######## block 1 ########
**config.mk**
```make
export PLATFORM = sky130hd
export DESIGN_NAME = seq_mul_ctrl
export DESIGN_NICKNAME = d
export VERILOG_FILES = /design/src/rtl/mul_pkg.sv /design/src/rtl/cond_adder.sv /design/src/rtl/seq_mul_ctrl.sv
export SDC_FILE = /design/constraint.sdc
export NUM_CORES = 1
export LEC_CHECK = 0
export CAP_MARGIN = 40
export CORE_MARGIN = 8
export CORE_UTILIZATION = 25
export DETAILED_ROUTE_END_ITERATION = 16
export PLACE_DENSITY = 0.54
export SKIP_LAST_GASP = 1
export SLEW_MARGIN = 40
export SYNTH_ARGS = -nofsm -noshare
export SYNTH_HDL_FRONTEND = slang
export SYNTH_SLANG_ARGS = --single-unit
```
**constraint.sdc**
```tcl
create_clock -name clk -period 1.85 [get_ports clk]
set_input_delay 0.37 -clock clk [delete_from_list [all_inputs] [get_ports clk]]
set_output_delay 0.37 -clock clk [all_outputs]
set_load 0.1 [all_outputs]
```
**src/rtl/mul_pkg.sv**
```systemverilog
// Shared definitions for the sequential shift-and-add multiplier.
package mul_pkg;

  localparam int unsigned MUL_WIDTH = 4;

  // 2'd3 is unused; the controller decodes it as IDLE.
  typedef enum logic [1:0] {
    IDLE = 2'd0,
    RUN  = 2'd1,
    DONE = 2'd2
  } state_e;

  function automatic int unsigned cnt_width(int unsigned w);
    return (w > 1) ? $clog2(w) : 1;
  endfunction

endpackage

```
**src/rtl/cond_adder.sv**
```systemverilog
// Conditional adder: sum = acc + (en ? m : 0), carry kept in the top bit.
module cond_adder #(
  parameter int unsigned WIDTH = 4
) (
  input  logic [WIDTH-1:0] acc,
  input  logic [WIDTH-1:0] m,
  input  logic             en,
  output logic [WIDTH:0]   sum
);

  always_comb begin
    sum = {1'b0, acc} + (en ? {1'b0, m} : '0);
  end

endmodule

```
**src/rtl/seq_mul_ctrl.sv**
```systemverilog
// Shift-and-add multiplier controller: one conditional add per cycle, WIDTH cycles per product.
module seq_mul_ctrl
  import mul_pkg::*;
#(
  parameter int unsigned WIDTH = MUL_WIDTH
) (
  input  logic               clk,
  input  logic               rst,
  input  logic               start,
  input  logic [WIDTH-1:0]   a,
  input  logic [WIDTH-1:0]   b,
  output logic               busy,
  output logic               done,
  output logic [2*WIDTH-1:0] product
);

  localparam int unsigned CW = cnt_width(WIDTH);
  localparam logic [CW-1:0] CntLast = CW'(WIDTH - 1);

  state_e             state_q, state_d;
  logic [WIDTH-1:0]   m_q, m_d;
  logic [WIDTH-1:0]   acc_q, acc_d;
  logic [WIDTH-1:0]   q_q, q_d;
  logic [CW-1:0]      cnt_q, cnt_d;
  logic [2*WIDTH-1:0] product_q, product_d;
  logic [WIDTH:0]     sum;

  cond_adder #(
    .WIDTH(WIDTH)
  ) u_cond_adder (
    .acc(acc_q),
    .m  (m_q),
    .en (q_q[0]),
    .sum(sum)
  );

  always_comb begin
    state_d   = state_q;
    m_d       = m_q;
    acc_d     = acc_q;
    q_d       = q_q;
    cnt_d     = cnt_q;
    product_d = product_q;
    case (state_q)
      IDLE: begin
        if (start) begin
          m_d     = a;
          q_d     = b;
          acc_d   = '0;
          cnt_d   = '0;
          state_d = RUN;
        end
      end
      RUN: begin
        // Right shift of {carry, acc, q} after the conditional add.
        acc_d = sum[WIDTH:1];
        q_d   = {sum[0], q_q[WIDTH-1:1]};
        cnt_d = cnt_q + CW'(1);
        if (cnt_q == CntLast) begin
          // Capture on entry to DONE so product is valid alongside done.
          product_d = {sum, q_q[WIDTH-1:1]};
          state_d   = DONE;
        end
      end
      DONE:    state_d = IDLE;
      default: state_d = IDLE;
    endcase
  end

  always_comb begin
    busy    = (state_q == RUN) || (state_q == DONE);
    done    = (state_q == DONE);
    product = product_q;
  end

  always_ff @(posedge clk) begin
    if (rst) begin
      state_q   <= IDLE;
      m_q       <= '0;
      acc_q     <= '0;
      q_q       <= '0;
      cnt_q     <= '0;
      product_q <= '0;
    end else begin
      state_q   <= state_d;
      m_q       <= m_d;
      acc_q     <= acc_d;
      q_q       <= q_d;
      cnt_q     <= cnt_d;
      product_q <= product_d;
    end
  end

endmodule

```
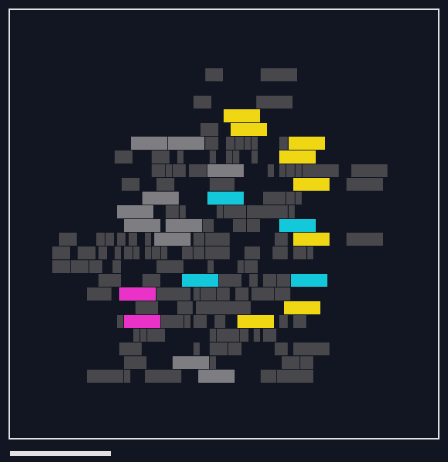
**Above:** block 1 (sequential cells coloured by netlist name).
Bar = 20 um. Other sequential cells in the stronger grey, the rest of the logic in the fainter grey.
- cyan: acc_q (sequential cells 4; where centre)
- yellow: product (sequential cells 8)
- magenta: state_q (sequential cells 2)
- not coloured: 10
Register Area: 480 um^2
sequential power: 0.666 mW
Seq/total area: 29.6%
utilization of the core after routing: 34.8%

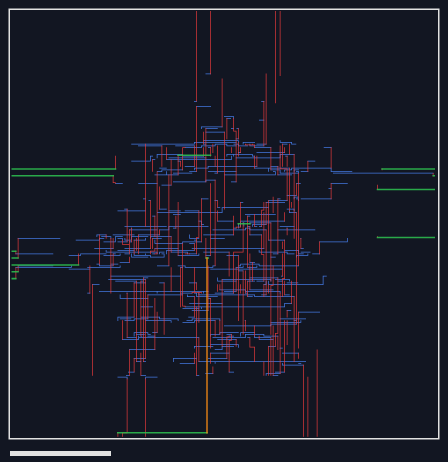
**Above:** block 1 (wiring by layer).
Bar = 20 um.
- orange: met4 (wire length 34.7 um)
- red: met2 (wire length 1180 um)
- blue: met1 (wire length 1130 um)
- green: met3 (wire length 117 um)

==> flow_metrics.py <==
# Generated from Yosys and OpenROAD reports
metrics = {
    "sta": {
        "fin_crit_sh_pct": 94.1,
        "rsz_0062_raised_after_global_routing": "false",
        "finalSetupViolCount": 0,
    },
    "cells_and_area": {
        "n_all_buffers": 24,
        "flow.area_growth_from_synthesis_pct": 36.7,
        "layout.cells.largest_class": "multi-input combinational cells",
        "layout.comb_gates.multi_input": 94,
    },
    "power_and_ir_drop": {
        "power_top_consumer": "combinational cells",
        "power_frac_comb_pct": 43.8,
        "switchingPower_mw": 0.745,
        "power_density_nw_per_um2": 1230,
    },
    "setup_path": {
        "crit_path_max_fanout": 5,
        "worst-endpoint-required_ns": 2.00,
        "ff2ff_setup_slack_ns": 0.11,
        "worstReg2RegEnd": "acc_q[3]$_SDFFE_PP0P_",
        "worstSetupStartpoint": "q_q[0]$_SDFFE_PP0P_",
    },
    "yosys": {
        "logic_family": "simple AND/OR/NAND/NOR gates",
        "ys_types": 31,
    },
    "global_routing": {
        "met1_usage_pct": 8.46,
        "grt_antenna_before_repair": 0,
    },
    "run_status": {
        "run_status": "completed",
    },
    "routing": {
        "ant_nets": 0,
        "drt_wl_total_mm": 2.46,
    },
    "clocking": {
        "hold_buffers": 0,
    },
    "floorplanning": {
        "tapCellCount": 54,
    },
    "placement": {
        "dpl.hpwl_mm": 1.99,
    },
}

######## block 2 ########
==> src/rtl/optical_pkg.sv <==
// optical_pkg: shared link constants, rx state encoding and the even-parity convention
package optical_pkg;
  localparam int DATA_WIDTH = 28;
  localparam int FRAME_BITS = 31;
  typedef enum logic [2:0] {IDLE, START, DATA, PARITY, STOP, WAIT_IDLE} rx_state_e;
  function automatic logic even_parity(input logic [DATA_WIDTH-1:0] d);
    return ^d;
  endfunction
endpackage

==> src/rtl/bit_synchronizer.sv <==
// bit_synchronizer: 2-flop synchronizer resetting to 1 (clk, rst, async d -> q)
module bit_synchronizer (
  input  logic clk,
  input  logic rst,
  input  logic d,
  output logic q
);
  logic m;
  always_ff @(posedge clk)
    if (rst) {q, m} <= 2'b11;
    else {q, m} <= {m, d};
endmodule

==> src/rtl/optical_receiver.sv <==
// optical_receiver: recovers parity/stop-checked 28-bit words from rx_in (clk, rst, rx_in -> data_out, data_valid, parity_error, frame_error, busy)
module optical_receiver
  import optical_pkg::*;
#(
  parameter int CLKS_PER_BIT = 8
) (
  input  logic                  clk,
  input  logic                  rst,
  input  logic                  rx_in,
  output logic [DATA_WIDTH-1:0] data_out,
  output logic                  data_valid,
  output logic                  parity_error,
  output logic                  frame_error,
  output logic                  busy
);
  localparam int CW = $clog2(CLKS_PER_BIT);
  localparam logic [CW-1:0] HALF_M1 = CW'(CLKS_PER_BIT / 2 - 1);
  localparam logic [CW-1:0] LAST = CW'(CLKS_PER_BIT - 1);
  rx_state_e             state;
  logic                  rx_s;
  logic [CW-1:0]         cnt;
  logic [4:0]            bit_cnt;
  logic [DATA_WIDTH-1:0] word;
  logic                  par;
  logic                  tick;
  bit_synchronizer u_sync (.clk(clk), .rst(rst), .d(rx_in), .q(rx_s));
  assign tick = cnt == LAST;
  assign busy = state != IDLE;
  always_ff @(posedge clk) begin
    if (rst) begin
      state        <= IDLE;
      cnt          <= '0;
      bit_cnt      <= '0;
      word         <= '0;
      par          <= 1'b0;
      data_out     <= '0;
      data_valid   <= 1'b0;
      parity_error <= 1'b0;
      frame_error  <= 1'b0;
    end else begin
      data_valid <= 1'b0;
      cnt        <= cnt + 1'b1;
      case (state)
        IDLE: if (!rx_s) begin
          state   <= START;
          cnt     <= '0;
          bit_cnt <= '0;
          par     <= 1'b0;
        end
        START: if (cnt == HALF_M1) begin
          cnt   <= '0;
          state <= rx_s ? IDLE : DATA;
        end
        DATA: if (tick) begin
          cnt           <= '0;
          word[bit_cnt] <= rx_s;
          par           <= par ^ rx_s;
          bit_cnt       <= bit_cnt == 5'd27 ? 5'd0 : bit_cnt + 5'd1;
          state         <= bit_cnt == 5'd27 ? PARITY : DATA;
        end
        // folding the parity bit into the running XOR leaves par = 1 exactly on a parity error
        PARITY: if (tick) begin
          cnt   <= '0;
          par   <= par ^ rx_s;
          state <= STOP;
        end
        // leaving at mid-stop lets a back-to-back start edge be caught in IDLE
        STOP: if (tick) begin
          cnt          <= '0;
          data_out     <= word;
          data_valid   <= 1'b1;
          parity_error <= par;
          frame_error  <= !rx_s;
          state        <= rx_s ? IDLE : WAIT_IDLE;
        end
        WAIT_IDLE: if (rx_s) state <= IDLE;
        default: state <= IDLE;
      endcase
    end
  end
endmodule

==> config.mk <==
export PLATFORM = sky130hd
export DESIGN_NAME = optical_receiver
export DESIGN_NICKNAME = d
export VERILOG_FILES = /design/src/rtl/optical_pkg.sv /design/src/rtl/bit_synchronizer.sv /design/src/rtl/optical_receiver.sv
export SDC_FILE = /design/constraint.sdc
export NUM_CORES = 1
export LEC_CHECK = 0
export CORE_MARGIN = 1
export CORE_UTILIZATION = 50
export CTS_CLUSTER_DIAMETER = 30
export DETAILED_ROUTE_END_ITERATION = 7
export PLACE_DENSITY_LB_ADDON = 0.3
export SYNTH_ARGS = -nofsm -noshare
export SYNTH_HDL_FRONTEND = slang
export SYNTH_SLANG_ARGS = --single-unit
export TNS_END_PERCENT = 10
==> constraint.sdc <==
create_clock -name clk -period 1.7 [get_ports clk]
set_input_delay 0.255 -clock clk [delete_from_list [all_inputs] [get_ports clk]]
set_output_delay 0.255 -clock clk [all_outputs]
set_load 0.1 [all_outputs]
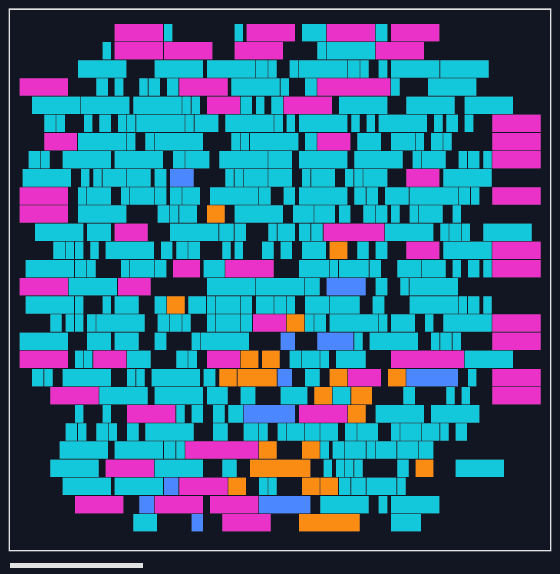
**Above:** block 2 (drive-strength map).
Bar = 20 um.
- blue: drive 2 (cells 11)
- cyan: drive 1 or less (cells 324)
- magenta: drive 6 and up (cells 51)
- orange: drive 3 to 4 (cells 21)
buffer count excluding the clock tree in the final layout: 56
area growth from synthesis to layout: 35.6%

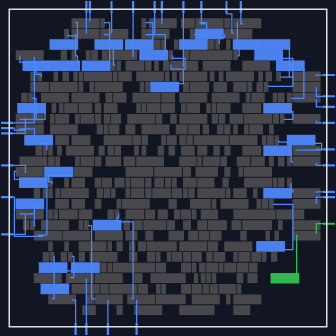
**Above:** block 2 (wires at chosen ports, followed through buffers).
- green: data_valid (bits 1; direction output; edge east; end cells 1; buffers 1; wire 15.3 um)
- blue: data_out (bits 28; direction output; edge 10 north, 8 east, 6 west, 4 south; end cells 28; buffers 28; wire 532 um)
number of top-level pins: 35
quantity of I/O buffers inserted on ports: 34

==> flow_metrics.py <==
# Generated from Yosys and OpenROAD reports
metrics = {
    "run_status": {
        "run_status": "completed",
    },
    "global_routing": {
        "grt_remaining_overflow": 0,
        "met2_track_usage_gr_pct": 35.2,
        "grt_antenna_before_repair": 0,
    },
    "sta": {
        "max_clock_freq_mhz": 613,
        "hold_viol_final": 0,
        "worstMarginPinSlew_ns": 0.512,
        "setup_ws_ns": 0.0696,
    },
    "setup_path": {
        "ff2ff_setup_slack_ns": 0.07,
    },
    "cells_and_area": {
        "combAreaFraction_pct": 35.6,
        "fillerInstances": 433,
        "layout.comb_gates.multi_input": 255,
        "fin_nets": 413,
    },
    "min_path": {
        "hold_path_end": "word[7]$_SDFFE_PP0P_",
        "holdCritStartpoint": "rst",
        "worst_hold_path.num_cells": 2,
    },
    "clocking": {
        "clock-root-buffer": "clkbuf_8",
        "max_root_sink_buffers": 2,
    },
    "routing": {
        "detailroute.via_count": 2594,
        "drc_violations_left": 0,
        "drt-met1-wl_mm": 3.01,
    },
    "yosys": {
        "synth_seq_share_pct": 46.9,
        "top_area_cell": "dfxtp_1",
        "syn_area_per_cell_um2": 8.53,
    },
    "power_and_ir_drop": {
        "power_top_consumer": "sequential cells",
    },
    "placement": {
        "dpl.hpwl_mm": 4.21,
    },
}
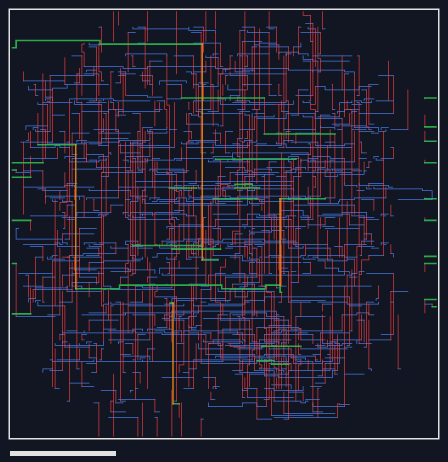
**Above:** block 2 (wiring by layer).
Bar = 20 um.
- orange: met4 (wire length 103 um)
- green: met3 (wire length 238 um)
- red: met2 (wire length 3180 um)
- blue: met1 (wire length 3010 um)



==> layout pictures side by side <==
Clock wiring as the flow saved it.
panel A
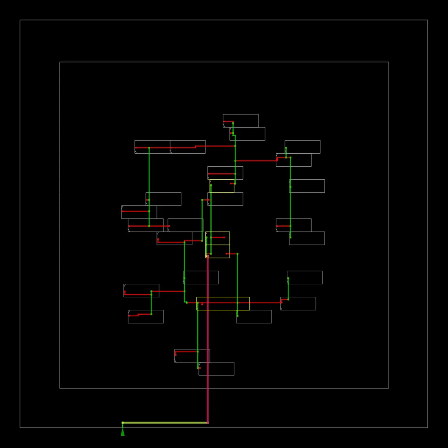
panel B
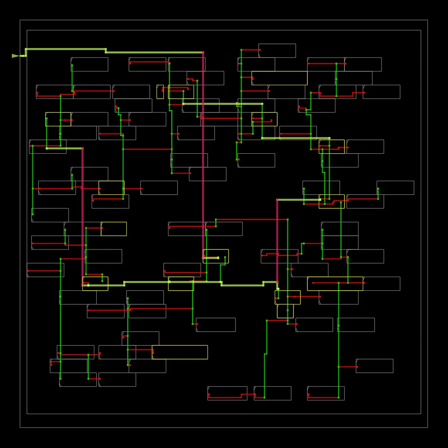
Panel B comes from block 2.
Panel A comes from block 1.
- most sequential cells: panel B
- most clock buffers: panel B

Power and IR drop assume default switching activity.
